==================== block 1
File: src/rtl/oq_pkg.sv
// Shared definitions for the output-queue FIFO egress stage.
// - FIFO word field offsets, derived from the stream width parameters.
//   FIFO word layout (msb -> lsb): {tlast, tuser, tkeep, tdata}.
// - Egress state machine encoding.
package oq_pkg;

    typedef enum logic [1:0] {
        IDLE,
        IN_PKT,
        DRAIN,
        PAUSED
    } egress_state_e;

    localparam int unsigned TDATA_LSB = 0;

    function automatic int unsigned tkeep_lsb(input int unsigned data_w);
        return data_w;
    endfunction

    function automatic int unsigned tuser_lsb(input int unsigned data_w);
        return data_w + data_w / 8;
    endfunction

    function automatic int unsigned tlast_bit(input int unsigned data_w,
                                              input int unsigned user_w);
        return data_w + data_w / 8 + user_w;
    endfunction

    function automatic int unsigned fifo_width(input int unsigned data_w,
                                               input int unsigned user_w);
        return data_w + data_w / 8 + user_w + 1;
    endfunction

endpackage

File: src/rtl/axis_skid_buffer.sv
// Two-entry registered slice between the FIFO pop side and the AXI-Stream
// master. The main register drives the outputs; the skid register holds one
// spare word. in_ready depends only on registered state, so out_ready never
// reaches the upstream pop combinationally.
// Ports:
//   clk, rst_n           clock, asynchronous active-low reset
//   in_valid/in_ready    upstream handshake; a word is taken when both are 1
//   in_data              upstream word
//   out_valid/out_ready  downstream handshake
//   out_data             main register contents
//   empty                no word held in either register
module axis_skid_buffer #(
    parameter int unsigned FIFO_WIDTH = 8
) (
    input  logic                  clk,
    input  logic                  rst_n,
    input  logic                  in_valid,
    output logic                  in_ready,
    input  logic [FIFO_WIDTH-1:0] in_data,
    output logic                  out_valid,
    input  logic                  out_ready,
    output logic [FIFO_WIDTH-1:0] out_data,
    output logic                  empty
);

    logic                  main_valid_q, main_valid_d;
    logic                  skid_valid_q, skid_valid_d;
    logic [FIFO_WIDTH-1:0] main_data_q,  main_data_d;
    logic [FIFO_WIDTH-1:0] skid_data_q,  skid_data_d;
    logic                  push, pop;

    // Only accept while the spare slot is free; the main slot either is free,
    // frees up this cycle, or the word lands in the spare slot.
    assign in_ready  = !skid_valid_q;
    assign push      = in_valid && in_ready;
    assign pop       = main_valid_q && out_ready;
    assign out_valid = main_valid_q;
    assign out_data  = main_data_q;
    assign empty     = !main_valid_q && !skid_valid_q;

    always_comb begin
        main_valid_d = main_valid_q;
        skid_valid_d = skid_valid_q;
        main_data_d  = main_data_q;
        skid_data_d  = skid_data_q;

        if (pop) begin
            if (skid_valid_q) begin
                main_data_d  = skid_data_q;
                main_valid_d = 1'b1;
                skid_valid_d = 1'b0;
            end else begin
                main_valid_d = 1'b0;
            end
        end

        // push implies the skid slot was empty, so this never collides with
        // the skid-to-main move above.
        if (push) begin
            if (!main_valid_q || pop) begin
                main_data_d  = in_data;
                main_valid_d = 1'b1;
            end else begin
                skid_data_d  = in_data;
                skid_valid_d = 1'b1;
            end
        end
    end

    always_ff @(posedge clk or negedge rst_n) begin
        if (!rst_n) begin
            main_valid_q <= 1'b0;
            skid_valid_q <= 1'b0;
            main_data_q  <= '0;
            skid_data_q  <= '0;
        end else begin
            main_valid_q <= main_valid_d;
            skid_valid_q <= skid_valid_d;
            main_data_q  <= main_data_d;
            skid_data_q  <= skid_data_d;
        end
    end

endmodule

File: src/rtl/oq_fifo_axis_egress.sv
// Read-domain egress stage of the output-queue FIFO. Pops fallthrough FIFO
// words into a 2-entry skid buffer that drives the AXI4-Stream master port,
// offers a packet-boundary pause handshake to the port arbiter, and counts
// accepted beats and packets.
// Ports:
//   axi_aclk, axi_resetn      clock (FIFO rd_clk), asynchronous active-low reset
//   fifo_dout/fifo_empty      fallthrough FIFO head word {tlast,tuser,tkeep,tdata}
//   fifo_rd_en                pop the FIFO head this cycle
//   m_axis_*                  AXI4-Stream master
//   pause_req/pause_ack       stop at next packet boundary / stopped and empty
//   pkt_count/word_count      wrapping counts of accepted packets / beats
module oq_fifo_axis_egress
    import oq_pkg::*;
#(
    parameter  int unsigned C_M_AXIS_DATA_WIDTH  = 256,
    parameter  int unsigned C_M_AXIS_TUSER_WIDTH = 128,
    parameter  int unsigned COUNT_WIDTH          = 32,
    localparam int unsigned FIFO_WIDTH = fifo_width(C_M_AXIS_DATA_WIDTH, C_M_AXIS_TUSER_WIDTH)
) (
    input  logic                              axi_aclk,
    input  logic                              axi_resetn,
    input  logic [FIFO_WIDTH-1:0]             fifo_dout,
    input  logic                              fifo_empty,
    output logic                              fifo_rd_en,
    output logic [C_M_AXIS_DATA_WIDTH-1:0]    m_axis_tdata,
    output logic [C_M_AXIS_DATA_WIDTH/8-1:0]  m_axis_tkeep,
    output logic [C_M_AXIS_TUSER_WIDTH-1:0]   m_axis_tuser,
    output logic                              m_axis_tlast,
    output logic                              m_axis_tvalid,
    input  logic                              m_axis_tready,
    input  logic                              pause_req,
    output logic                              pause_ack,
    output logic [COUNT_WIDTH-1:0]            pkt_count,
    output logic [COUNT_WIDTH-1:0]            word_count
);

    localparam int unsigned DW        = C_M_AXIS_DATA_WIDTH;
    localparam int unsigned KW        = C_M_AXIS_DATA_WIDTH / 8;
    localparam int unsigned UW        = C_M_AXIS_TUSER_WIDTH;
    localparam int unsigned TKEEP_LSB = tkeep_lsb(DW);
    localparam int unsigned TUSER_LSB = tuser_lsb(DW);
    localparam int unsigned TLAST_BIT = tlast_bit(DW, UW);

    egress_state_e          state_q, state_d;
    logic                   pause_ack_q, pause_ack_d;
    logic [COUNT_WIDTH-1:0] pkt_count_q, pkt_count_d;
    logic [COUNT_WIDTH-1:0] word_count_q, word_count_d;

    logic                  pop_permit;
    logic                  buf_in_valid;
    logic                  buf_in_ready;
    logic                  buf_empty;
    logic [FIFO_WIDTH-1:0] buf_data;
    logic                  accept;

    // Kept apart from the next-state block so fifo_rd_en can feed it without
    // forming a combinational loop through the same process.
    assign pop_permit   = ((state_q == IDLE) && !pause_req) || (state_q == IN_PKT);
    assign buf_in_valid = !fifo_empty && pop_permit;
    assign fifo_rd_en   = buf_in_valid && buf_in_ready;

    axis_skid_buffer #(
        .FIFO_WIDTH (FIFO_WIDTH)
    ) u_skid (
        .clk       (axi_aclk),
        .rst_n     (axi_resetn),
        .in_valid  (buf_in_valid),
        .in_ready  (buf_in_ready),
        .in_data   (fifo_dout),
        .out_valid (m_axis_tvalid),
        .out_ready (m_axis_tready),
        .out_data  (buf_data),
        .empty     (buf_empty)
    );

    assign m_axis_tdata = buf_data[TDATA_LSB +: DW];
    assign m_axis_tkeep = buf_data[TKEEP_LSB +: KW];
    assign m_axis_tuser = buf_data[TUSER_LSB +: UW];
    assign m_axis_tlast = buf_data[TLAST_BIT];

    assign accept     = m_axis_tvalid && m_axis_tready;
    assign pause_ack  = pause_ack_q;
    assign pkt_count  = pkt_count_q;
    assign word_count = word_count_q;

    // State follows popped words, not sink acceptance: a pause can only be
    // taken once the last word of the current packet has left the FIFO.
    always_comb begin
        state_d = state_q;
        unique case (state_q)
            IDLE: begin
                if (fifo_rd_en) begin
                    state_d = fifo_dout[TLAST_BIT] ? IDLE : IN_PKT;
                end else if (pause_req) begin
                    state_d = DRAIN;
                end
            end
            IN_PKT: begin
                if (fifo_rd_en && fifo_dout[TLAST_BIT]) begin
                    state_d = IDLE;
                end
            end
            DRAIN: begin
                if (!pause_req) begin
                    state_d = IDLE;
                end else if (buf_empty) begin
                    state_d = PAUSED;
                end
            end
            PAUSED: begin
                if (!pause_req) begin
                    state_d = IDLE;
                end
            end
            default: state_d = IDLE;
        endcase

        pause_ack_d = (state_d == PAUSED);

        word_count_d = word_count_q;
        pkt_count_d  = pkt_count_q;
        if (accept) begin
            word_count_d = word_count_q + COUNT_WIDTH'(1);
            if (m_axis_tlast) begin
                pkt_count_d = pkt_count_q + COUNT_WIDTH'(1);
            end
        end
    end

    always_ff @(posedge axi_aclk or negedge axi_resetn) begin
        if (!axi_resetn) begin
            state_q      <= IDLE;
            pause_ack_q  <= 1'b0;
            pkt_count_q  <= '0;
            word_count_q <= '0;
        end else begin
            state_q      <= state_d;
            pause_ack_q  <= pause_ack_d;
            pkt_count_q  <= pkt_count_d;
            word_count_q <= word_count_d;
        end
    end

endmodule

File: config.mk
export PLATFORM = sky130hd
export DESIGN_NAME = oq_fifo_axis_egress
export DESIGN_NICKNAME = d
export VERILOG_FILES = /design/src/rtl/oq_pkg.sv /design/src/rtl/axis_skid_buffer.sv /design/src/rtl/oq_fifo_axis_egress.sv
export SDC_FILE = /design/constraint.sdc
export NUM_CORES = 1
export LEC_CHECK = 0
export ABC_AREA = 1
export CAP_MARGIN = 10
export CORE_AREA = 5 5 353 355
export CTS_CLUSTER_SIZE = 8
export DETAILED_ROUTE_END_ITERATION = 16
export DIE_AREA = 0 0 358 360
export HOLD_SLACK_MARGIN = 0.15
export PLACE_DENSITY_LB_ADDON = 0.1
export REMOVE_ABC_BUFFERS = 1
export SLEW_MARGIN = 15
export SYNTH_ARGS = -nofsm -noshare
export SYNTH_HDL_FRONTEND = slang
export SYNTH_SLANG_ARGS = --single-unit
File: constraint.sdc
create_clock -name axi_aclk -period 2.1 [get_ports axi_aclk]
set_input_delay 0.21 -clock axi_aclk [delete_from_list [all_inputs] [get_ports axi_aclk]]
set_output_delay 0.21 -clock axi_aclk [all_outputs]
set_load 0.01 [all_outputs]
==> block_1/m1.png <==
Scale bar: 100 µm.
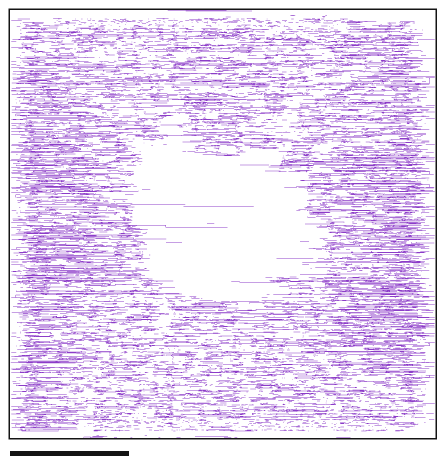
longest straight run: 89.2 µm
nets with wire on the layer: 5862
wire length on this layer: 62.7 mm
main direction: horizontal
share of all routed wire: 43%
met1 usage: 0.292
Total Wirelength: 144000 µm
vias post-DR: 36.3k

==> impl_metrics.csv <==
group,metric,value,unit
run_status,outcome,"complete, no violations",
critical_path,worst-path-buf-inv,1,
power_and_ir_drop,power,76.7,mW
power_and_ir_drop,sw_frac_of_total,0.344,
global_route,grt.busiest_layer,"met2",
global_route,grt_max_degree,86,
critical_path,path_depth,1,
worst_hold_path,whs_path_depth,3,
power_and_ir_drop,internal_power,50.3,mW
yosys,numSynthFlops,903,
die,tap_cells,1625,
critical_path,reg2reg_to,"u_skid.skid_data_q[237]$_DFFE_PN0P_",
cells_and_area,logic_area,13500,µm²
yosys,muxShareOfSynthArea,0,
cells_and_area,buf_share,0.258,
cells_and_area,comb_area_share,0.230,
routing,routed.top_layer,"met5",
routing,vias_per_cell,4.70,
## layout by cell type, fill, tap and decap left out, types with 3 or more instances in the layout
cell type        count
inv_2                3
o21ai_1            318
clkinv_8             7
o21ai_0            940
nand3_1             45
xnor2_1             23
buf_12              67
inv_6                3
dfrtp_1            903
dlygate4sd3_1      408
inv_1              476
diode_2             14
nand2_1           1621
clkbuf_1             3
buf_4               90
nand4_1              9
clkdlybuf4s50_1    899
nor2_2               5
dlygate4sd2_1        4
clkbuf_16          133
nor2_4               4
nand3b_1             5
nor2_1              59
xor2_1              23
nor3_1              10
clkinv_16            3

==================== block 2
==> block_2/m1.png <==
Scale bar: 50 µm.
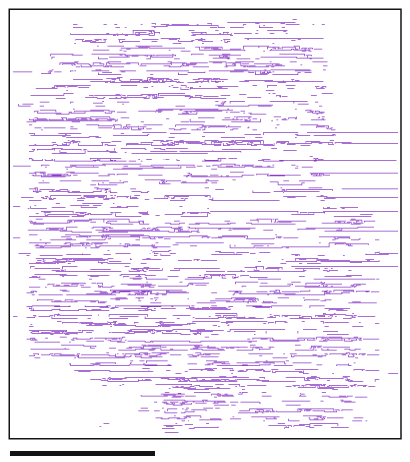
==> block_2/m2.png <==
Scale bar: 50 µm. Cells faint in the background.
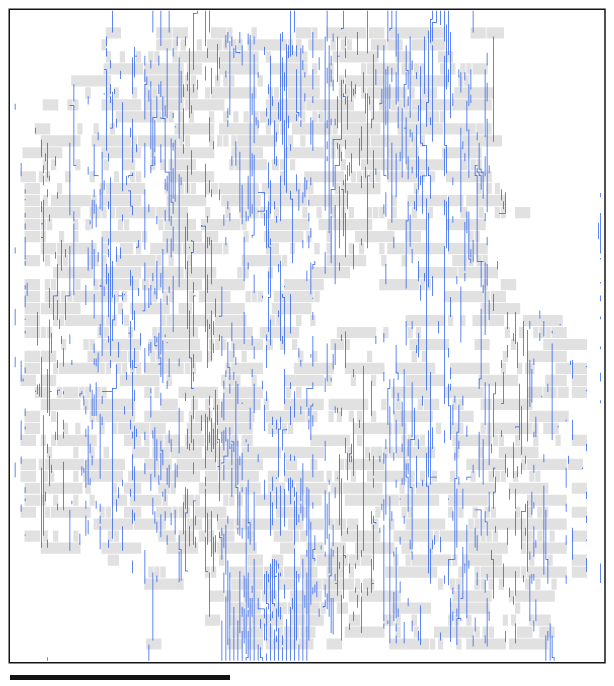
`config.mk`:
```
export PLATFORM = sky130hd
export DESIGN_NAME = ma_pipe_adder
export DESIGN_NICKNAME = d
export VERILOG_FILES = /design/src/rtl/ma_pipe_adder.sv
export SDC_FILE = /design/constraint.sdc
export NUM_CORES = 1
export LEC_CHECK = 0
export CAP_MARGIN = 10
export CORE_ASPECT_RATIO = 1.1
export CORE_MARGIN = 2
export CORE_UTILIZATION = 45
export DETAILED_ROUTE_END_ITERATION = 10
export HOLD_SLACK_MARGIN = 0.02
export PLACE_DENSITY = 0.67
export SLEW_MARGIN = 20
export SYNTH_ARGS = -nofsm -noshare
export SYNTH_HDL_FRONTEND = slang
export SYNTH_SLANG_ARGS = --single-unit
```
`constraint.sdc`:
```
create_clock -name clk -period 11.6 [get_ports clk]
set_input_delay 1.16 -clock clk [delete_from_list [all_inputs] [get_ports clk]]
set_output_delay 1.16 -clock clk [all_outputs]
set_load 0.02 [all_outputs]
```
`src/rtl/ma_pipe_adder.sv`:
```
// ---------------------------------------------------------------------------
// ma_pipe_adder
//   Parametrised pipelined adder whose low APPR_BLKS blocks of BLK bits can
//   switch to an approximate full-adder cell on a per-transaction basis.
//   The carry ripples block to block. A register stage closes every
//   PIPE_BLKS blocks. Both sides use a valid/ready handshake.
//
// Ports
//   clk        rising-edge clock
//   rst        asynchronous reset, active-high
//   in_valid   operand set is valid
//   in_ready   adder accepts operands this cycle
//   A, B       WIDTH-bit operands
//   Cin        carry into bit 0
//   appr_en    1 = approximate cells in the low APPR_BLKS blocks
//   out_valid  S/Cout hold a valid result
//   out_ready  downstream accepts the result
//   S          WIDTH-bit sum
//   Cout       carry out of bit WIDTH-1
// ---------------------------------------------------------------------------
module ma_pipe_adder #(
  parameter int WIDTH     = 32,
  parameter int BLK       = 4,
  parameter int APPR_BLKS = 4,
  parameter int PIPE_BLKS = 2
) (
  input  logic             clk,
  input  logic             rst,
  input  logic             in_valid,
  output logic             in_ready,
  input  logic [WIDTH-1:0] A,
  input  logic [WIDTH-1:0] B,
  input  logic             Cin,
  input  logic             appr_en,
  output logic             out_valid,
  input  logic             out_ready,
  output logic [WIDTH-1:0] S,
  output logic             Cout
);

  localparam int NBLK      = WIDTH / BLK;
  localparam int NSTAGE    = (NBLK + PIPE_BLKS - 1) / PIPE_BLKS;
  localparam int STG_BITS  = PIPE_BLKS * BLK;
  localparam int APPR_BITS = APPR_BLKS * BLK;

  // Per-stage registers: operands still to be consumed, partial sum,
  // carry into the next stage, the transaction's mode bit and valid flag.
  logic [WIDTH-1:0] r_a    [NSTAGE];
  logic [WIDTH-1:0] r_b    [NSTAGE];
  logic [WIDTH-1:0] r_s    [NSTAGE];
  logic             r_c    [NSTAGE];
  logic             r_appr [NSTAGE];
  logic             r_v    [NSTAGE];

  // Stage inputs (ports for stage 0, previous register otherwise) and
  // the combinational results of each stage.
  logic [WIDTH-1:0] w_aIn    [NSTAGE];
  logic [WIDTH-1:0] w_bIn    [NSTAGE];
  logic [WIDTH-1:0] w_sIn    [NSTAGE];
  logic             w_cIn    [NSTAGE];
  logic             w_apprIn [NSTAGE];
  logic [WIDTH-1:0] w_sOut   [NSTAGE];
  logic             w_cOut   [NSTAGE];
  logic             w_stall;

  // The only way to hold data is a valid result that downstream refuses,
  // so one stall signal freezes the whole pipe.
  assign w_stall   = r_v[NSTAGE-1] & ~out_ready;
  assign in_ready  = ~w_stall;
  assign out_valid = r_v[NSTAGE-1];
  assign S         = r_s[NSTAGE-1];
  assign Cout      = r_c[NSTAGE-1];

  // Route each stage's operands. A/B are passed on at full width. The bits
  // that earlier stages already consumed are simply never read again.
  always_comb begin
    w_aIn[0]    = A;
    w_bIn[0]    = B;
    w_sIn[0]    = '0;
    w_cIn[0]    = Cin;
    w_apprIn[0] = appr_en;
    for (int s = 1; s < NSTAGE; s++) begin
      w_aIn[s]    = r_a[s-1];
      w_bIn[s]    = r_b[s-1];
      w_sIn[s]    = r_s[s-1];
      w_cIn[s]    = r_c[s-1];
      w_apprIn[s] = r_appr[s-1];
    end
  end

  // Each stage ripples through its own bit range and leaves the other sum
  // bits untouched. The last stage's range runs past WIDTH when PIPE_BLKS
  // does not divide the block count, so it absorbs the leftover blocks.
  // The approximate cell copies A_i into the carry, which breaks the carry
  // chain inside the approximate region.
  always_comb begin
    logic w_carry;
    for (int s = 0; s < NSTAGE; s++) begin
      w_carry   = w_cIn[s];
      w_sOut[s] = w_sIn[s];
      for (int i = 0; i < WIDTH; i++) begin
        if ((i >= s * STG_BITS) && (i < (s + 1) * STG_BITS)) begin
          if (w_apprIn[s] && (i < APPR_BITS)) begin
            w_sOut[s][i] = (~w_aIn[s][i] & w_bIn[s][i]) | (w_aIn[s][i] & w_carry);
            w_carry      = w_aIn[s][i];
          end else begin
            w_sOut[s][i] = w_aIn[s][i] ^ w_bIn[s][i] ^ w_carry;
            w_carry      = (w_aIn[s][i] & w_bIn[s][i]) | (w_aIn[s][i] & w_carry) |
                           (w_bIn[s][i] & w_carry);
          end
        end
      end
      w_cOut[s] = w_carry;
    end
  end

  // All stages advance together when not stalled. Data registers load every
  // advancing cycle. Only the valid bits decide whether the contents mean
  // anything, and a bubble therefore moves down the pipe like a transaction.
  always_ff @(posedge clk or posedge rst) begin
    if (rst) begin
      for (int s = 0; s < NSTAGE; s++) begin
        r_a[s]    <= '0;
        r_b[s]    <= '0;
        r_s[s]    <= '0;
        r_c[s]    <= 1'b0;
        r_appr[s] <= 1'b0;
        r_v[s]    <= 1'b0;
      end
    end else if (!w_stall) begin
      r_v[0] <= in_valid;
      for (int s = 1; s < NSTAGE; s++) begin
        r_v[s] <= r_v[s-1];
      end
      for (int s = 0; s < NSTAGE; s++) begin
        r_a[s]    <= w_aIn[s];
        r_b[s]    <= w_bIn[s];
        r_s[s]    <= w_sOut[s];
        r_c[s]    <= w_cOut[s];
        r_appr[s] <= w_apprIn[s];
      end
    end
  end

endmodule

```
==> impl_metrics.csv <==
group,metric,value,unit
worst_hold_path,hold_start,"r_v[1]$_DFFE_PP0N_",
sta,setup_viol,0,
clock_network,cts_resized,0,
critical_path,reg2reg_to,"r_s[79]$_DFFE_PP0N_",
cells_and_area,fin_util,0.539,
placement,portBuffers,104,
yosys,ys_warn_count,0,
cells_and_area,drive_above_1_share,0.0630,
clock_network,postCtsHoldBufs,0,
yosys,ys_seq_frac,0.546,
global_route,grt_use_met3,0.0374,
die,dieHeight,148,µm
clock_network,cts.clk_slew.worst_paths,0.07,ns
critical_path,cp_max_fo,24,
critical_path,crit_chain,"clkdlybuf4s50_1, o21ai_0, fa_1, mux2_2, fa_1, mux2_2, fa_1, mux2_2, fa_1, mux2_2, fa_1, mux2_2, fa_1, mux2i_1, fa_1, mux2_2, a21oi_1",
yosys,yosys_area,8480,µm²
yosys,fp_nets,994,
yosys,synthFlopType,"dfrtp_1",
routing,wire_per_inst,12.7,µm
clock_network,cts_setup_buffers,0,
die,fp_util,0.461,
critical_path,cp-end-kind,"flip-flop",
global_route,track_usage,0.164,
cells_and_area,layout_top_cell,"nand2_1",
yosys,syn_inst,890,
sta,worst_slack,4.91,ns
yosys,top_cells_by_count,"nand2_1 (459), dfrtp_1 (185), buf_4 (40)",
clock_network,cts-root-buf,"clkbuf_16",
global_route,first_global_vias,5153,
critical_path,cp.required,11.95,ns
flow_run,openroad.warnings,33,
yosys,top_cell_area_share,0.546,
yosys,top_area_cell,"dfrtp_1",
critical_path,r2r_start,"r_appr[3]$_DFFE_PP0N_",
yosys,synth.cellmix.simpleShare,0.215,
worst_hold_path,hp-class,"flip-flop to flip-flop",
flow_run,cap_violations,0,
clock_network,cts_tree,"done",
sta,hold_violations,0,
placement,hpwl,9630,µm
cells_and_area,fin_area,9930,µm²
global_route,grt_max_degree,112,
critical_path,slowest_stage,"clkdlybuf4s50_1",
yosys,ys_sh_xor,0,
critical_path,worst-path-buf-inv,1,
run_status,outcome,"complete, no violations",
sta,max_freq,0.149,GHz
yosys,topCellsByArea,"dfrtp_1 (55%), nand2_1 (20%), fa_1 (7.6%)",
die,floorplan.rows,52,
critical_path,path_class,"input port to flip-flop",
routing,wl_met1,8050,µm
sta,finClkSkew,0.00954,ns
routing,met2_length,6430,µm
power_and_ir_drop,power,2.60,mW
cells_and_area,nets,1044,
global_route,antenna_found_initial,0,
yosys,synth-edff-count,0,
die,dieArea,20000,µm²
yosys,yosysCellCount,890,
critical_path,startpoint,"appr_en",
global_route,overflow,0,
critical_path,startpoint_type,"input port",
yosys,muxShareOfSynthArea,0.0413,
Notes on block_2/m1.png above:
longest straight run: 40.5 µm
main direction: horizontal
met1 usage: 0.259
vias post-DR: 5454
Total Wirelength: 15200 µm

Notes on block_2/m2.png above:
share of all routed wire: 42%
longest straight run: 43.5 µm
wire length on this layer: 6430 µm

-- area by class of cell --
class,count,area [µm²]
Fill cell,1701,8480
Sequential cell,185,4630
Multi-Input combinational cell,601,3170
Timing Repair Buffer,109,1100
Clock buffer,18,439
Tap cell,243,304
Clock inverter,14,175
Inverter,26,110
-- power by group --
| part | leakage [nW] | switching, mW | internal (mW) |
|---|---|---|---|
| clock | 0.304 | 0.263 | 0.334 |
| sequential | 2.23 | 0.171 | 0.924 |
| combinational | 2.48 | 0.512 | 0.398 |
| total | 5.02 | 0.946 | 1.66 |

==================== block 3
==> block_3/congestion_map.png <==
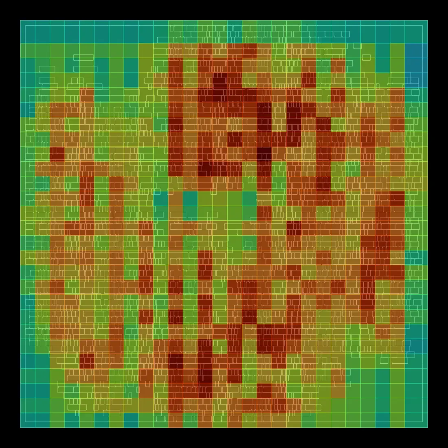
==> block_3/m3.png <==
Scale bar: 50 µm. Cells faint in the background.
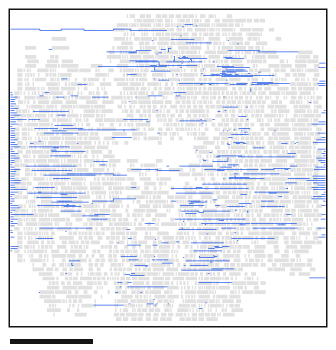
==> block_3/m2.png <==
Scale bar: 50 µm. Cells faint in the background.
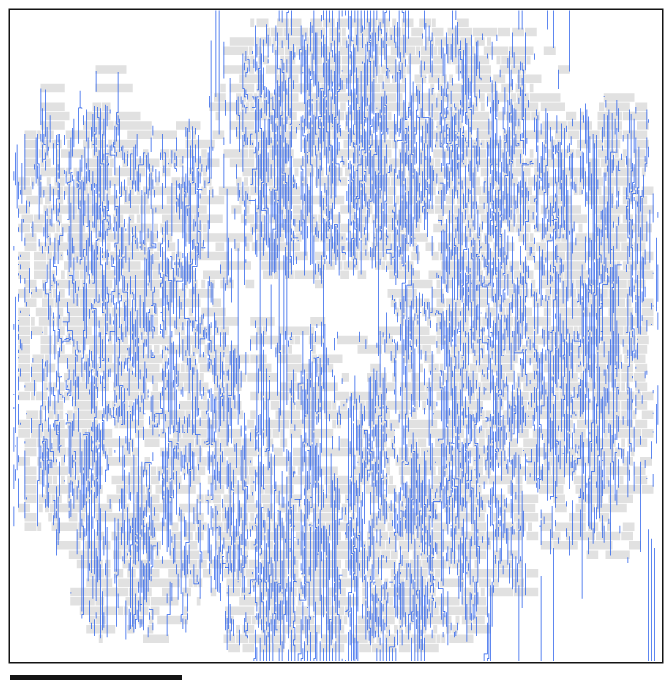
--- src/rtl/fp64_mul_seq_ctrl_if.sv ---
// Operand/result handshake bundle for the sequenced binary64 multiplier.
// The master side issues operand pairs and accepts results; the slave side
// is the multiplier controller.
interface fp64_mul_seq_ctrl_if;
  logic        in_valid;
  logic        in_ready;
  logic [63:0] a;
  logic [63:0] b;
  logic        out_valid;
  logic        out_ready;
  logic [63:0] result;
  logic        overflow;
  logic        underflow;
  logic        invalid;

  modport master (
    output in_valid, a, b, out_ready,
    input  in_ready, out_valid, result, overflow, underflow, invalid
  );

  modport slave (
    input  in_valid, a, b, out_ready,
    output in_ready, out_valid, result, overflow, underflow, invalid
  );
endinterface

--- src/rtl/fp64_mul_seq_ctrl.sv ---
// Sequenced binary64 multiplier controller. Special operands (NaN, inf,
// zero/denormal) are resolved in one CHECK cycle. Normal operands build the
// 106-bit mantissa product with one gated partial-product add per multiplier
// bit (53 ITER cycles), then normalize with truncation and pack.
module fp64_mul_seq_ctrl (
  input  logic                 clk,
  input  logic                 rst,
  fp64_mul_seq_ctrl_if.slave   bus
);

  typedef enum logic [2:0] {IDLE, CHECK, ITER, NORM, DONE} state_t;

  state_t        state_reg;
  logic [62:0]   a_reg;
  logic [62:0]   b_reg;
  logic          sign_reg;
  logic [52:0]   ma_reg;
  logic [52:0]   mb_reg;
  logic [106:0]  acc_reg;
  logic [5:0]    cnt_reg;
  logic [63:0]   result_reg;
  logic          overflow_reg;
  logic          underflow_reg;
  logic          invalid_reg;
  logic          out_valid_reg;

  // Operand classification from the captured operands.
  logic exp_a_max, exp_b_max, frac_a_nz, frac_b_nz;
  logic nan_a, nan_b, inf_a, inf_b, zero_a, zero_b;
  logic invalid_case, inf_case, zero_case;

  assign exp_a_max    = &a_reg[62:52];
  assign exp_b_max    = &b_reg[62:52];
  assign frac_a_nz    = |a_reg[51:0];
  assign frac_b_nz    = |b_reg[51:0];
  assign nan_a        = exp_a_max & frac_a_nz;
  assign nan_b        = exp_b_max & frac_b_nz;
  assign inf_a        = exp_a_max & ~frac_a_nz;
  assign inf_b        = exp_b_max & ~frac_b_nz;
  assign zero_a       = ~|a_reg[62:52];
  assign zero_b       = ~|b_reg[62:52];
  assign invalid_case = nan_a | nan_b | (inf_a & zero_b) | (inf_b & zero_a);
  assign inf_case     = inf_a | inf_b;
  assign zero_case    = zero_a | zero_b;

  // Gated partial product: the multiplier is shifted right each step so its
  // LSB is always the gate for the current bit.
  logic        gate;
  logic [52:0] gated;

  assign gate = mb_reg[0];

  genvar gi;
  generate
    for (gi = 0; gi < 53; gi++) begin : g_gate
      assign gated[gi] = ma_reg[gi] & gate;
    end
  endgenerate

  // One shift-add step: add the partial product at bit 53, shift right one.
  logic [54:0]  acc_sum;
  logic [106:0] acc_next;

  assign acc_sum  = {1'b0, acc_reg[106:53]} + {2'b00, gated};
  assign acc_next = {acc_sum, acc_reg[52:1]};

  // Normalization of the finished product p = acc[105:0], truncating.
  logic [12:0] e_base;
  logic [12:0] e_norm;
  logic        p_top;
  logic [51:0] frac_norm;

  assign e_base    = {2'b00, a_reg[62:52]} + {2'b00, b_reg[62:52]} - 13'd1023;
  assign p_top     = acc_reg[105];
  assign e_norm    = e_base + {12'd0, p_top};
  assign frac_norm = p_top ? acc_reg[104:53] : acc_reg[103:52];

  // Control FSM with registered result, flags and valid.
  always_ff @(posedge clk) begin
    if (rst) begin
      state_reg     <= IDLE;
      a_reg         <= '0;
      b_reg         <= '0;
      sign_reg      <= 1'b0;
      ma_reg        <= '0;
      mb_reg        <= '0;
      acc_reg       <= '0;
      cnt_reg       <= '0;
      result_reg    <= '0;
      overflow_reg  <= 1'b0;
      underflow_reg <= 1'b0;
      invalid_reg   <= 1'b0;
      out_valid_reg <= 1'b0;
    end else begin
      case (state_reg)
        IDLE: begin
          if (bus.in_valid) begin
            a_reg         <= bus.a[62:0];
            b_reg         <= bus.b[62:0];
            sign_reg      <= bus.a[63] ^ bus.b[63];
            overflow_reg  <= 1'b0;
            underflow_reg <= 1'b0;
            invalid_reg   <= 1'b0;
            state_reg     <= CHECK;
          end
        end
        CHECK: begin
          if (invalid_case) begin
            result_reg  <= 64'h7FF8_0000_0000_0000;
            invalid_reg <= 1'b1;
            state_reg   <= DONE;
          end else if (inf_case) begin
            result_reg <= {sign_reg, 11'h7FF, 52'd0};
            state_reg  <= DONE;
          end else if (zero_case) begin
            result_reg <= {sign_reg, 63'd0};
            state_reg  <= DONE;
          end else begin
            ma_reg    <= {1'b1, a_reg[51:0]};
            mb_reg    <= {1'b1, b_reg[51:0]};
            acc_reg   <= '0;
            cnt_reg   <= '0;
            state_reg <= ITER;
          end
        end
        ITER: begin
          acc_reg <= acc_next;
          mb_reg  <= {1'b0, mb_reg[52:1]};
          cnt_reg <= cnt_reg + 6'd1;
          if (cnt_reg == 6'd52) begin
            state_reg <= NORM;
          end
        end
        NORM: begin
          if ($signed(e_norm) >= $signed(13'd2047)) begin
            result_reg   <= {sign_reg, 11'h7FF, 52'd0};
            overflow_reg <= 1'b1;
          end else if ($signed(e_norm) <= $signed(13'd0)) begin
            result_reg    <= {sign_reg, 63'd0};
            underflow_reg <= 1'b1;
          end else begin
            result_reg <= {sign_reg, e_norm[10:0], frac_norm};
          end
          state_reg <= DONE;
        end
        DONE: begin
          if (!out_valid_reg) begin
            out_valid_reg <= 1'b1;
          end else if (bus.out_ready) begin
            out_valid_reg <= 1'b0;
            state_reg     <= IDLE;
          end
        end
        default: state_reg <= IDLE;
      endcase
    end
  end

  assign bus.in_ready  = (state_reg == IDLE) && !rst;
  assign bus.out_valid = out_valid_reg;
  assign bus.result    = result_reg;
  assign bus.overflow  = overflow_reg;
  assign bus.underflow = underflow_reg;
  assign bus.invalid   = invalid_reg;

endmodule
--- src/flat_wrapper.sv ---
// flat-port wrapper written by rule: the top's interface ports become plain ports
module fp64_mul_seq_ctrl_flat 
  (clk, rst, bus_in_valid, bus_a, bus_b, bus_out_ready, bus_in_ready, bus_out_valid, bus_result, bus_overflow, bus_underflow, bus_invalid);
  fp64_mul_seq_ctrl_if bus_i ();
  input  logic clk;
  input  logic rst;
  input wire logic [$bits(bus_i.in_valid)-1:0] bus_in_valid;
  input wire logic [$bits(bus_i.a)-1:0] bus_a;
  input wire logic [$bits(bus_i.b)-1:0] bus_b;
  input wire logic [$bits(bus_i.out_ready)-1:0] bus_out_ready;
  output wire logic [$bits(bus_i.in_ready)-1:0] bus_in_ready;
  output wire logic [$bits(bus_i.out_valid)-1:0] bus_out_valid;
  output wire logic [$bits(bus_i.result)-1:0] bus_result;
  output wire logic [$bits(bus_i.overflow)-1:0] bus_overflow;
  output wire logic [$bits(bus_i.underflow)-1:0] bus_underflow;
  output wire logic [$bits(bus_i.invalid)-1:0] bus_invalid;
  assign bus_i.in_valid = bus_in_valid;
  assign bus_i.a = bus_a;
  assign bus_i.b = bus_b;
  assign bus_i.out_ready = bus_out_ready;
  assign bus_in_ready = bus_i.in_ready;
  assign bus_out_valid = bus_i.out_valid;
  assign bus_result = bus_i.result;
  assign bus_overflow = bus_i.overflow;
  assign bus_underflow = bus_i.underflow;
  assign bus_invalid = bus_i.invalid;
  fp64_mul_seq_ctrl u_core (.clk(clk), .rst(rst), .bus(bus_i));
endmodule
--- config.mk ---
export PLATFORM = sky130hd
export DESIGN_NAME = fp64_mul_seq_ctrl_flat
export DESIGN_NICKNAME = d
export VERILOG_FILES = /design/src/rtl/fp64_mul_seq_ctrl_if.sv /design/src/rtl/fp64_mul_seq_ctrl.sv /design/src/flat_wrapper.sv
export SDC_FILE = /design/constraint.sdc
export NUM_CORES = 1
export LEC_CHECK = 0
export CORE_MARGIN = 2
export CORE_UTILIZATION = 51
export DETAILED_ROUTE_END_ITERATION = 7
export HOLD_SLACK_MARGIN = 0.1
export PLACE_DENSITY = 0.87
export SLEW_MARGIN = 20
export SYNTH_ARGS = -nofsm -noshare
export SYNTH_HDL_FRONTEND = slang
export SYNTH_SLANG_ARGS = --single-unit
export TNS_END_PERCENT = 50
--- constraint.sdc ---
create_clock -name clk -period 3.4 [get_ports clk]
set_clock_uncertainty 0.1 [all_clocks]
set_input_delay 1.02 -clock clk [delete_from_list [all_inputs] [get_ports clk]]
set_output_delay 1.02 -clock clk [all_outputs]
set_load 0.05 [all_outputs]
==> impl_metrics.csv <==
group,metric,value,unit
run_status,outcome,"finished, violations left",
run_status,failed_checks,"negative setup slack",
power_and_ir_drop,pwr-share-seq,0.437,
cells_and_area,largestClassByArea,"combinational gates",
yosys,top_cells_by_count,"nand2_1 (542), dfxtp_1 (365), a21oi_1 (328)",
sta,hold_violations,0,
cells_and_area,inverters,24,
cells_and_area,seq_cells,365,
sta,worst_slack,-0.192,ns
sta,worst_pin_slew,0.925,ns
clock_network,cts_buffers,38,
global_route,track_usage,0.272,
power_and_ir_drop,p_clk_frac,0.400,
cells_and_area,drive_above_1_share,0.158,
cells_and_area,seq_area_frac,0.318,
yosys,ys_sh_xor,0.0352,
cells_and_area,most-common-layout-cells,"nand2_1 (541), dfxtp_1 (354), a21oi_1 (314)",
cells_and_area,antenna_cells,0,
yosys,top_area_cell,"dfxtp_1",
die,floorplan.rows,68,
yosys,synth.cellmix.simpleShare,0.207,
clock_network,clock_sinks,365,
yosys,yosysCellCount,2185,
clock_network,clk_path_buf_depth,3,
clock_network,cts_tree,"done",
critical_path,startpoint_type,"flip-flop",
global_route,grt_use_met3,0.0330,
clock_network,cts_resized,29,
cells_and_area,layout.cells.non_filler,2957,
placement,place_inst,2872,
sta,setup_viol,63,
worst_hold_path,hold_start,"u_core.bus.result[11]$_SDFFE_PP0P_",
critical_path,crit_chain,"ha_4, a211o_1, buf_4, a21o_1, and2_4, and4_1, and3_1, and3b_1, xnor2_2, a21bo_1, or4b_4, clkbuf_16, o21ai_2",
critical_path,path_class,"flip-flop to flip-flop",
routing,routed_wl,51400,µm
sta,maxSlewViolCount,0,
sta,min_period_over_period,1.06,
worst_hold_path,hp-class,"flip-flop to flip-flop",
global_route,grt.busiest_layer,"met2",
critical_path,cp.required,3.75,ns
yosys,topCombFamilyByArea,"AND-OR/OR-AND gates",
power_and_ir_drop,combPwrFrac,0.164,
die,pin_count,201,
yosys,synthFlopType,"dfxtp_1",
critical_path,cp_top_family,"simple AND/OR/NAND/NOR gates",
routing,ant_nets,0,
power_and_ir_drop,sw_frac_of_total,0.277,
routing,dr.pass1.iters,5,
Notes on block_3/congestion_map.png above:
routed length per instance: 17.4 µm
met1 usage: 0.331

Notes on block_3/m3.png above:
main direction: horizontal
nets with wire on the layer: 275
share of all routed wire: 5.5%
longest straight run: 46.5 µm
wire length on this layer: 2820 µm

Notes on block_3/m2.png above:
main direction: vertical
wire length on this layer: 25.0 mm
share of all routed wire: 49%
nets with wire on the layer: 2253

## worst min path at each step
stage                                                    end  slack, ns
after floorplan             u_core.acc_reg[106]$_SDFFE_PP0P_       0.32
after global placement    u_core.bus.result[20]$_SDFFE_PP0P_       0.34
after detailed placement  u_core.bus.result[11]$_SDFFE_PP0P_       0.34
after CTS                     u_core.ma_reg[18]$_SDFFE_PP0P_       0.35
after global routing      u_core.bus.result[11]$_SDFFE_PP0P_       0.37
final                     u_core.bus.result[11]$_SDFFE_PP0P_       0.35

==================== block 4
File: config.mk
export PLATFORM = sky130hd
export DESIGN_NAME = verin_ctrl
export DESIGN_NICKNAME = d
export VERILOG_FILES = /design/src/rtl/verin_ctrl.sv
export SDC_FILE = /design/constraint.sdc
export NUM_CORES = 1
export LEC_CHECK = 0
export CORE_MARGIN = 4
export CORE_UTILIZATION = 45
export CTS_CLUSTER_DIAMETER = 200
export CTS_CLUSTER_SIZE = 40
export DETAILED_ROUTE_END_ITERATION = 12
export HOLD_SLACK_MARGIN = 0.05
export PLACE_DENSITY_LB_ADDON = 0.05
export SKIP_CTS_REPAIR_TIMING = 1
export SLEW_MARGIN = 25
export SYNTH_ARGS = -nofsm -noshare
export SYNTH_HDL_FRONTEND = slang
export SYNTH_SLANG_ARGS = --single-unit
File: constraint.sdc
create_clock -name clk -period 3.3 [get_ports clk]
set_input_delay 0.495 -clock clk [delete_from_list [all_inputs] [get_ports clk]]
set_output_delay 0.495 -clock clk [all_outputs]
set_load 0.02 [all_outputs]
File: src/rtl/verin_ctrl.sv
// Rudder actuator controller: serial ADC acquisition, PWM/direction drive and
// end-stop blocking, configured through a small Avalon-MM register bank.
module verin_ctrl #(
    parameter int ADC_BITS   = 12,
    parameter int LEAD_BITS  = 3,
    parameter int ADC_DIV    = 25,
    parameter int ACQ_PERIOD = 50000,
    parameter int PWM_BITS   = 16
) (
    input  logic        clk,
    input  logic        reset,
    input  logic [2:0]  address,
    input  logic        write,
    input  logic [31:0] writedata,
    input  logic        read,
    output logic [31:0] readdata,
    output logic        clk_adc,
    output logic        cs_n,
    input  logic        angle_barre,
    output logic        pwm,
    output logic        sens
);

    localparam int NBITS   = LEAD_BITS + ADC_BITS;
    localparam int ACQ_W   = $clog2(ACQ_PERIOD);
    localparam int DIV_W   = $clog2(ADC_DIV + 1);
    localparam int PULSE_W = $clog2(NBITS + 1);

    localparam logic [ACQ_W-1:0]   ACQ_LAST   = ACQ_W'(ACQ_PERIOD - 1);
    localparam logic [DIV_W-1:0]   DIV_LAST   = DIV_W'(ADC_DIV - 1);
    localparam logic [PULSE_W-1:0] PULSE_LAST = PULSE_W'(NBITS - 1);
    localparam logic [PULSE_W-1:0] PULSE_LEAD = PULSE_W'(LEAD_BITS);

    typedef enum logic [1:0] {IDLE, SETUP, SHIFT, DONE} acq_state_t;

    acq_state_t          state, state_next;
    logic [PWM_BITS-1:0] period_reg, duty_reg, period_act, duty_act, pwm_cnt;
    logic [PWM_BITS-1:0] period_src, duty_src;
    logic [ADC_BITS-1:0] butee_g, butee_d, angle, shift_reg;
    logic [3:0]          cfg;
    logic                at_low, at_high, valid, blocked;
    logic [ACQ_W-1:0]    acq_cnt;
    logic [DIV_W-1:0]    div_cnt;
    logic [PULSE_W-1:0]  pulse_cnt;
    logic                acq_wrap, div_last, adc_fall, pulse_last;
    logic                pwm_stop, pwm_wrap, pwm_raw;
    logic                wr_period, wr_duty;
    logic                unused_bits;

    assign unused_bits = ^writedata;

    assign wr_period = write && (address == 3'd0);
    assign wr_duty   = write && (address == 3'd1);

    assign sens    = cfg[1];
    assign blocked = cfg[2] & valid & ((sens & at_high) | (~sens & at_low));

    always_ff @(posedge clk) begin
        if (reset) begin
            period_reg <= '0;
            duty_reg   <= '0;
            butee_g    <= '0;
            butee_d    <= '0;
            cfg        <= '0;
        end else if (write) begin
            case (address)
                3'd0:    period_reg <= writedata[PWM_BITS-1:0];
                3'd1:    duty_reg   <= writedata[PWM_BITS-1:0];
                3'd2:    butee_g    <= writedata[ADC_BITS-1:0];
                3'd3:    butee_d    <= writedata[ADC_BITS-1:0];
                3'd4:    cfg        <= writedata[3:0];
                default: ;
            endcase
        end
    end

    always_ff @(posedge clk) begin
        if (reset) begin
            readdata <= '0;
        end else if (read) begin
            case (address)
                3'd0:    readdata <= 32'(period_reg);
                3'd1:    readdata <= 32'(duty_reg);
                3'd2:    readdata <= 32'(butee_g);
                3'd3:    readdata <= 32'(butee_d);
                3'd4:    readdata <= {28'd0, cfg};
                3'd5:    readdata <= 32'(angle);
                3'd6:    readdata <= {28'd0, blocked, valid, at_high, at_low};
                default: readdata <= '0;
            endcase
        end
    end

    // Acquisition rate counter; it keeps running through a frame so starts stay evenly spaced.
    assign acq_wrap = cfg[3] && (acq_cnt == ACQ_LAST);

    always_ff @(posedge clk) begin
        if (reset || !cfg[3] || acq_wrap) begin
            acq_cnt <= '0;
        end else begin
            acq_cnt <= acq_cnt + 1'b1;
        end
    end

    assign div_last   = (div_cnt == DIV_LAST);
    assign adc_fall   = (state == SHIFT) && div_last && clk_adc;
    assign pulse_last = (pulse_cnt == PULSE_LAST);

    always_ff @(posedge clk) begin
        if (reset) begin
            state <= IDLE;
        end else begin
            state <= state_next;
        end
    end

    always_comb begin
        state_next = state;
        case (state)
            IDLE:    if (acq_wrap) state_next = SETUP;
            SETUP:   if (div_last) state_next = SHIFT;
            SHIFT:   if (adc_fall && pulse_last) state_next = DONE;
            DONE:    state_next = IDLE;
            default: state_next = IDLE;
        endcase
    end

    // Serial link: chip select follows the next state so it is low exactly during SETUP and SHIFT.
    always_ff @(posedge clk) begin
        if (reset) begin
            cs_n      <= 1'b1;
            clk_adc   <= 1'b0;
            div_cnt   <= '0;
            pulse_cnt <= '0;
            shift_reg <= '0;
            angle     <= '0;
            valid     <= 1'b0;
            at_low    <= 1'b0;
            at_high   <= 1'b0;
        end else begin
            cs_n <= !((state_next == SETUP) || (state_next == SHIFT));

            if ((state == SETUP) || (state == SHIFT)) begin
                div_cnt <= div_last ? '0 : div_cnt + 1'b1;
            end else begin
                div_cnt <= '0;
            end

            if (state == SHIFT) begin
                if (div_last) clk_adc <= ~clk_adc;
            end else begin
                clk_adc <= 1'b0;
            end

            if (state != SHIFT) begin
                pulse_cnt <= '0;
            end else if (adc_fall) begin
                pulse_cnt <= pulse_cnt + 1'b1;
                if (pulse_cnt >= PULSE_LEAD) begin
                    shift_reg <= {shift_reg[ADC_BITS-2:0], angle_barre};
                end
            end

            if (state == DONE) begin
                angle   <= shift_reg;
                valid   <= 1'b1;
                at_low  <= (shift_reg <= butee_g);
                at_high <= (shift_reg >= butee_d);
            end
        end
    end

    // Shadow registers pick up a same-cycle bus write so a write coinciding with a wrap is not lost.
    assign period_src = wr_period ? writedata[PWM_BITS-1:0] : period_reg;
    assign duty_src   = wr_duty   ? writedata[PWM_BITS-1:0] : duty_reg;
    assign pwm_stop   = !cfg[0] || (period_act == '0);
    assign pwm_wrap   = (pwm_cnt == period_act - 1'b1);

    always_ff @(posedge clk) begin
        if (reset) begin
            pwm_cnt    <= '0;
            period_act <= '0;
            duty_act   <= '0;
            pwm_raw    <= 1'b0;
        end else begin
            if (pwm_stop || pwm_wrap) begin
                pwm_cnt    <= '0;
                period_act <= period_src;
                duty_act   <= duty_src;
            end else begin
                pwm_cnt <= pwm_cnt + 1'b1;
            end
            pwm_raw <= cfg[0] && (period_act != '0) && (pwm_cnt < duty_act);
        end
    end

    assign pwm = pwm_raw & ~blocked;

endmodule

==> block_4/m1.png <==
Scale bar: 50 µm.
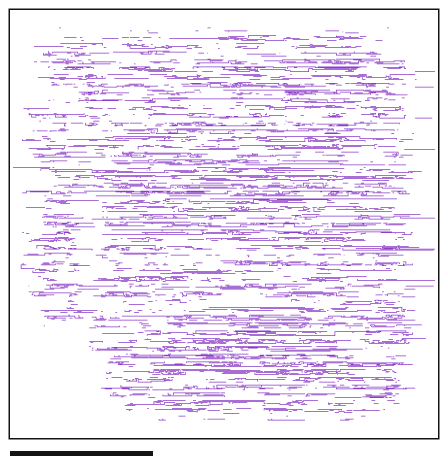
longest straight run: 65.3 µm
share of all routed wire: 50%
nets with wire on the layer: 1079
Total Wirelength: 22100 µm
vias post-DR: 7268

==> impl_metrics.csv <==
group,metric,value,unit
run_status,outcome,"complete, no violations",
sta,hold_violations,0,
worst_hold_path,hp-class,"input port to flip-flop",
yosys,yosysCellCount,1069,
yosys,ys_types,58,
sta,min_period_over_period,0.894,
worst_hold_path,hold_start,"reset",
clock_network,htreeDepth,4,
critical_path,critPathMostFrequentCell,"buf_4",
placement,place_ws,0.330,ns
yosys,topCellsByArea,"dfxtp_1 (40%), ha_1 (6.9%), nand2_1 (6.1%)",
critical_path,cp_max_fo,16,
critical_path,cp-endpoint,"pwm_cnt[4]$_SDFF_PP0_",
sta,worst_slack,0.349,ns
yosys,numSynthFlops,181,
critical_path,startpoint_type,"flip-flop",
cells_and_area,antenna_cells,0,
cells_and_area,layout.cells.non_filler,1368,
yosys,synthAoiAreaFrac,0.150,
power_and_ir_drop,power,4.69,mW
yosys,ys_warn_count,0,
sta,worst_pin_slew,0.592,ns
sta,timing.slew.headroom,0.603,
critical_path,path_class,"flip-flop to flip-flop",
routing,vias_per_cell,5.31,
yosys,synth.cellmix.simpleShare,0.185,
clock_network,clock.latency.late_pin,0.43,ns
placement,place_inst,1336,
clock_network,clk_path_buf_depth,2,
power_and_ir_drop,p_leak,3.73,nW
power_and_ir_drop,power_density,453,nW/µm²
sta,timing.hold.ws,0.373,ns
critical_path,crit_chain,"inv_1, ha_1, buf_4, or3b_2, or4_1, a31oi_1, and4_4, nand2b_1, buf_4, nor2_1",
die,dieArea,22500,µm²
critical_path,reg2reg_depth,10,
critical_path,cp.required,3.62,ns
routing,met2_length,10000,µm
yosys,async_flop_share,0,
clock_network,cts_buffers,17,
sta,maxSlewViolCount,0,
critical_path,path_depth,10,
yosys,topCombFamilyByArea,"simple AND/OR/NAND/NOR gates",
cells_and_area,drive_above_1_share,0.0734,
yosys,muxShareOfSynthArea,0.0712,
yosys,top_area_cell,"dfxtp_1",
die,floorplan.rows,51,
yosys,ys_sh_xor,0.0502,
yosys,synth_area,9070,µm²
critical_path,cp.arrival,3.27,ns
global_route,antenna_found_initial,1,
global_route,overflow,0,
flow_run,cap_violations,0,
sta,finClkSkew,0.00925,ns
routing,routed.top_layer,"met5",
global_route,grt_util_met1,0.284,
==> block_4/m2.png <==
Scale bar: 50 µm. Cells faint in the background.
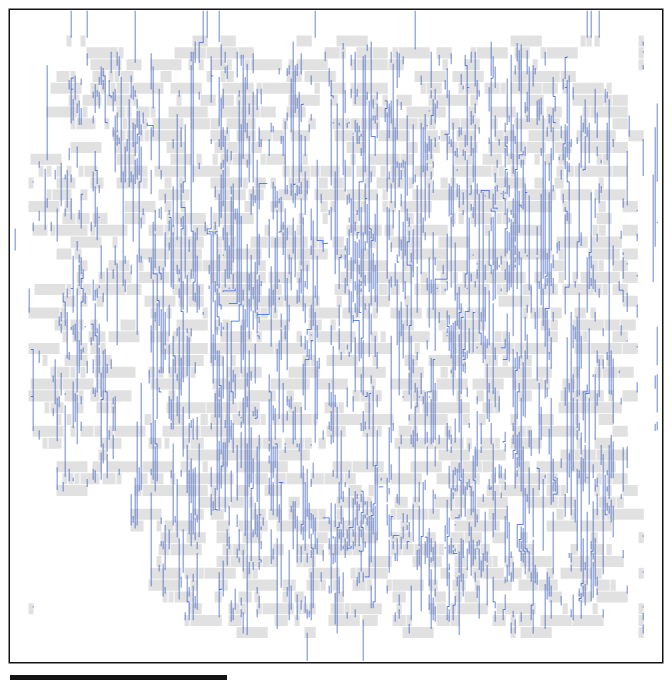
nets with wire on the layer: 880
main direction: vertical
longest straight run: 67.7 µm
share of all routed wire: 45%
M2 GR Usage: 0.319

cell type report:
type | instances | area [µm²]
well taps | 265 | 332
repair buffers | 63 | 641
clock buffers | 22 | 474
multi-input cells | 757 | 4860
inverters | 70 | 263
clock inverters | 10 | 146
fillers | 1911 | 9310
flip-flops and latches | 181 | 3620
power breakdown:
| part | total [mW] | switching (mW) | internal [mW] |
|---|---|---|---|
| Combinational | 0.313 | 0.192 | 0.121 |
| Sequential | 2.23 | 0.0207 | 2.21 |
| Clock | 2.14 | 0.885 | 1.26 |

==================== block 5
==> block_5/m1.png <==
Scale bar: 20 µm.
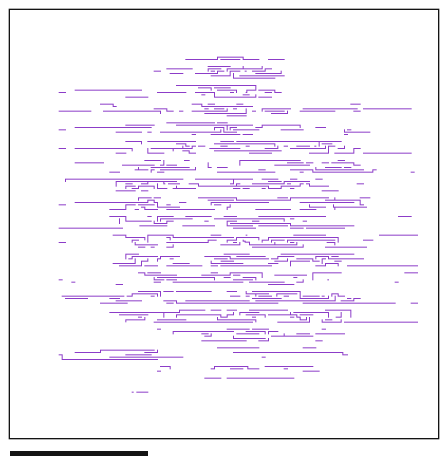
`src/rtl/clk_prescaler_down_pkg.sv`:
```
// Shared constants for the programmable clock prescaler: FSM state encoding
// and the default counter width / half-period used by clk_prescaler_down.
package clk_prescaler_down_pkg;

  localparam logic [1:0] ST_IDLE  = 2'd0;
  localparam logic [1:0] ST_RUN   = 2'd1;
  localparam logic [1:0] ST_DRAIN = 2'd2;

  localparam int PRESC_WIDTH       = 8;
  localparam int PRESC_DEFAULT_DIV = 4;

endpackage

```
`src/rtl/clk_prescaler_down.sv`:
```
// Programmable synchronous prescaler. Produces a registered, glitch-free
// divided clock (period 2*div) for a downstream ripple stage, plus a one-cycle
// tick on every divided-clock toggle. The half-period is held in a loadable
// register and counted out by an internal down-counter.
//
// Optional build macro PRESCALER_HOLD_HIGH_EN: when defined, dropping en while
// the divided clock is low finishes the current half-period (DRAIN) so the
// downstream stage always stops with its clock high. When undefined, dropping
// en freezes the divided clock and count immediately.
module clk_prescaler_down
  import clk_prescaler_down_pkg::*;
#(
  parameter int WIDTH       = PRESC_WIDTH,
  parameter int DEFAULT_DIV = PRESC_DEFAULT_DIV
) (
  input  logic             CLK,
  input  logic             RST_N,
  input  logic             en,
  input  logic             load,
  input  logic [WIDTH-1:0] div_val,
  output logic             CLK_OUT,
  output logic             tick,
  output logic [WIDTH-1:0] count,
  output logic             busy
);

  logic [1:0]       state_q, state_d;
  logic [WIDTH-1:0] count_q, count_d;
  logic [WIDTH-1:0] div_q,   div_d;
  logic             clk_q,   clk_d;
  logic             tick_q,  tick_d;
  logic [WIDTH-1:0] ld_val;

  // A requested half-period of zero is meaningless; run it as one cycle.
  function automatic logic [WIDTH-1:0] clamp_div(input logic [WIDTH-1:0] v);
    return (v == '0) ? WIDTH'(1) : v;
  endfunction

  assign ld_val = clamp_div(div_val);

  // Next-state logic for the FSM, down-counter, divide register and toggle flop.
  always_comb begin
    state_d = state_q;
    count_d = count_q;
    div_d   = div_q;
    clk_d   = clk_q;
    tick_d  = 1'b0;
    case (state_q)
      ST_IDLE: begin
        // Starting uses the divide value already registered; a same-cycle
        // load only takes effect from the next reload.
        if (load) div_d = ld_val;
        if (en) begin
          state_d = ST_RUN;
          count_d = div_q - WIDTH'(1);
        end
      end
      ST_RUN, ST_DRAIN: begin
        if (load) begin
          div_d   = ld_val;
          count_d = ld_val - WIDTH'(1);
        end else if (count_q == '0) begin
          count_d = div_q - WIDTH'(1);
          clk_d   = ~clk_q;
          tick_d  = 1'b1;
        end else begin
          count_d = count_q - WIDTH'(1);
        end
`ifdef PRESCALER_HOLD_HIGH_EN
        if (en) begin
          state_d = ST_RUN;
        end else if ((state_q == ST_RUN) && clk_q) begin
          // Clock already high: stop right here with everything frozen.
          state_d = ST_IDLE;
          count_d = count_q;
          clk_d   = clk_q;
          tick_d  = 1'b0;
        end else if (clk_d) begin
          // The rising toggle that ends the low half-period completes the stop.
          state_d = ST_IDLE;
        end else begin
          state_d = ST_DRAIN;
        end
`else
        if (!en) begin
          state_d = ST_IDLE;
          count_d = count_q;
          clk_d   = clk_q;
          tick_d  = 1'b0;
        end
`endif
      end
      default: state_d = ST_IDLE;
    endcase
  end

  // State registers; reset drives the divided clock high and reloads the default divide.
  always_ff @(posedge CLK or negedge RST_N) begin
    if (!RST_N) begin
      state_q <= ST_IDLE;
      count_q <= '0;
      div_q   <= WIDTH'(DEFAULT_DIV);
      clk_q   <= 1'b1;
      tick_q  <= 1'b0;
    end else begin
      state_q <= state_d;
      count_q <= count_d;
      div_q   <= div_d;
      clk_q   <= clk_d;
      tick_q  <= tick_d;
    end
  end

  assign CLK_OUT = clk_q;
  assign tick    = tick_q;
  assign count   = count_q;
  assign busy    = (state_q != ST_IDLE);

endmodule

```
`config.mk`:
```
export PLATFORM = sky130hd
export DESIGN_NAME = clk_prescaler_down
export DESIGN_NICKNAME = d
export VERILOG_FILES = /design/src/rtl/clk_prescaler_down_pkg.sv /design/src/rtl/clk_prescaler_down.sv
export SDC_FILE = /design/constraint.sdc
export NUM_CORES = 1
export LEC_CHECK = 0
export CAP_MARGIN = 20
export CORE_MARGIN = 3
export CORE_UTILIZATION = 44
export CTS_BUF_LIST = sky130_fd_sc_hd__clkbuf_4 sky130_fd_sc_hd__clkbuf_8
export DETAILED_ROUTE_END_ITERATION = 16
export DONT_BUFFER_PORTS = 1
export GPL_TIMING_DRIVEN = 0
export PLACE_DENSITY = 0.64
export SYNTH_ARGS = -nofsm -noshare
export SYNTH_HDL_FRONTEND = slang
export SYNTH_SLANG_ARGS = --single-unit
export TNS_END_PERCENT = 1
```
`constraint.sdc`:
```
create_clock -name CLK -period 2.65 [get_ports CLK]
set_clock_uncertainty 0.2 [all_clocks]
set_input_delay 0.53 -clock CLK [delete_from_list [all_inputs] [get_ports CLK]]
set_output_delay 0.53 -clock CLK [all_outputs]
set_load 0.05 [all_outputs]
```
==> impl_metrics.csv <==
group,metric,value,unit
run_status,outcome,"complete, no violations",
sta,rsz0062_at_grt,"no",
sta,timing.hold.ws,0.176,ns
sta,min_period_over_period,0.961,
routing,routed.top_layer,"met4",
critical_path,cp-endpoint,"count[1]$_DFFE_PN0P_",
yosys,synth-edff-count,0,
die,dieArea,3860,µm²
clock_network,cts_setup_buffers,0,
cells_and_area,layout_top_cell,"dfrtp_1",
critical_path,reg2reg_depth,7,
global_route,use_met2,0.294,
cells_and_area,area_delta_synth_final,7.59,%
power_and_ir_drop,combPwrFrac,0.389,
power_and_ir_drop,seq_power,0.783,mW
critical_path,cp_top_family,"flip-flops",
worst_hold_path,whs_path_depth,2,
sta,finalCriticalPeriod,2.55,ns
power_and_ir_drop,power_density,1020,nW/µm²
critical_path,slowest_stage,"dfrtp_2",
placement,place_congestion,0.827,
critical_path,path_class,"flip-flop to flip-flop",
yosys,numSynthFlops,19,
clock_network,clock.latency.late_pin,0.30,ns
sta,maxSlewViolCount,0,
sta,hold_violations,0,
routing,vias_per_cell,6.04,
routing,vias,1196,
die,fp_util,0.482,
routing,wl_met1,1480,µm
global_route,grt.busiest_layer,"met2",
critical_path,r2r_start,"count[1]$_DFFE_PN0P_",
Notes on block_5/m1.png above:
nets with wire on the layer: 161
longest straight run: 17.0 µm

cells by family after synthesis:
logic type                 Yosys count  share of synthesized area
AOI/OAI and AO/OA                   45                      0.236
and+or+nand+nor                     49                      0.208
muxes                                7                     0.0596
DFF                                 19                      0.345
xor gates and xnor gates             8                     0.0506
buffers and inverters               17                     0.0470
adders and majority gates            6                     0.0542
layout make-up:
cell class / count / area [µm²]
clock buffers: 3 / 22.5
multi-input cells: 115 / 853
repair buffers: 1 / 10.0
fillers: 254 / 1390
well taps: 42 / 52.6
plain buffers: 7 / 27.5
clock inverters: 1 / 5.00
inverters: 10 / 37.5
flip-flops and latches: 19 / 482


==> notes/layouts.md <==
Pictures saved along the way, in no particular order.

Routing congestion.
Plate I
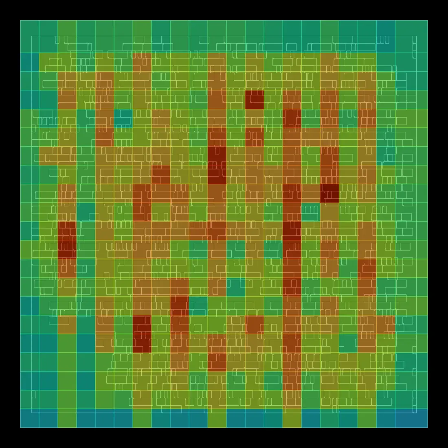
Plate II
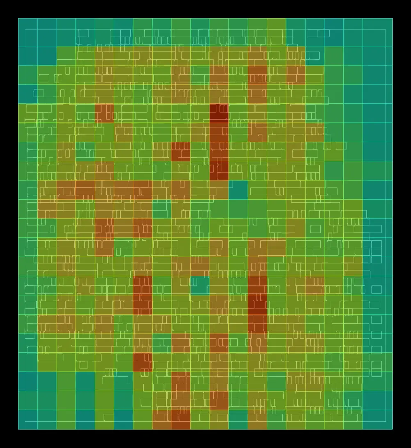
Plate III
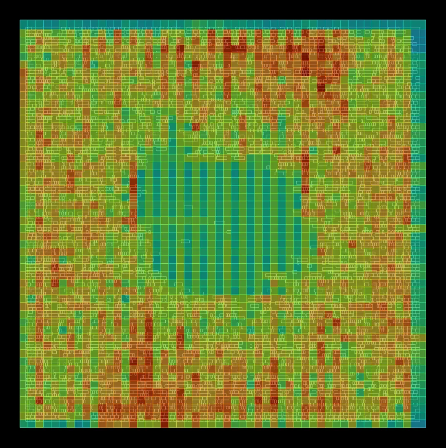
Plate IV
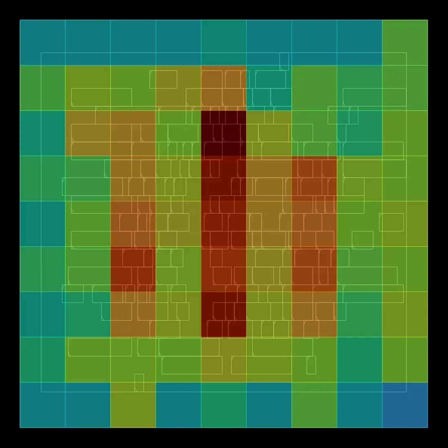
| picture | from |
|---|---|
| Plate IV | block 5 |
| Plate II | block 2 |
| Plate I | block 4 |
| Plate III | block 1 |
- least wire per cell: Plate II

Power is estimated from default activity; no workload was simulated.
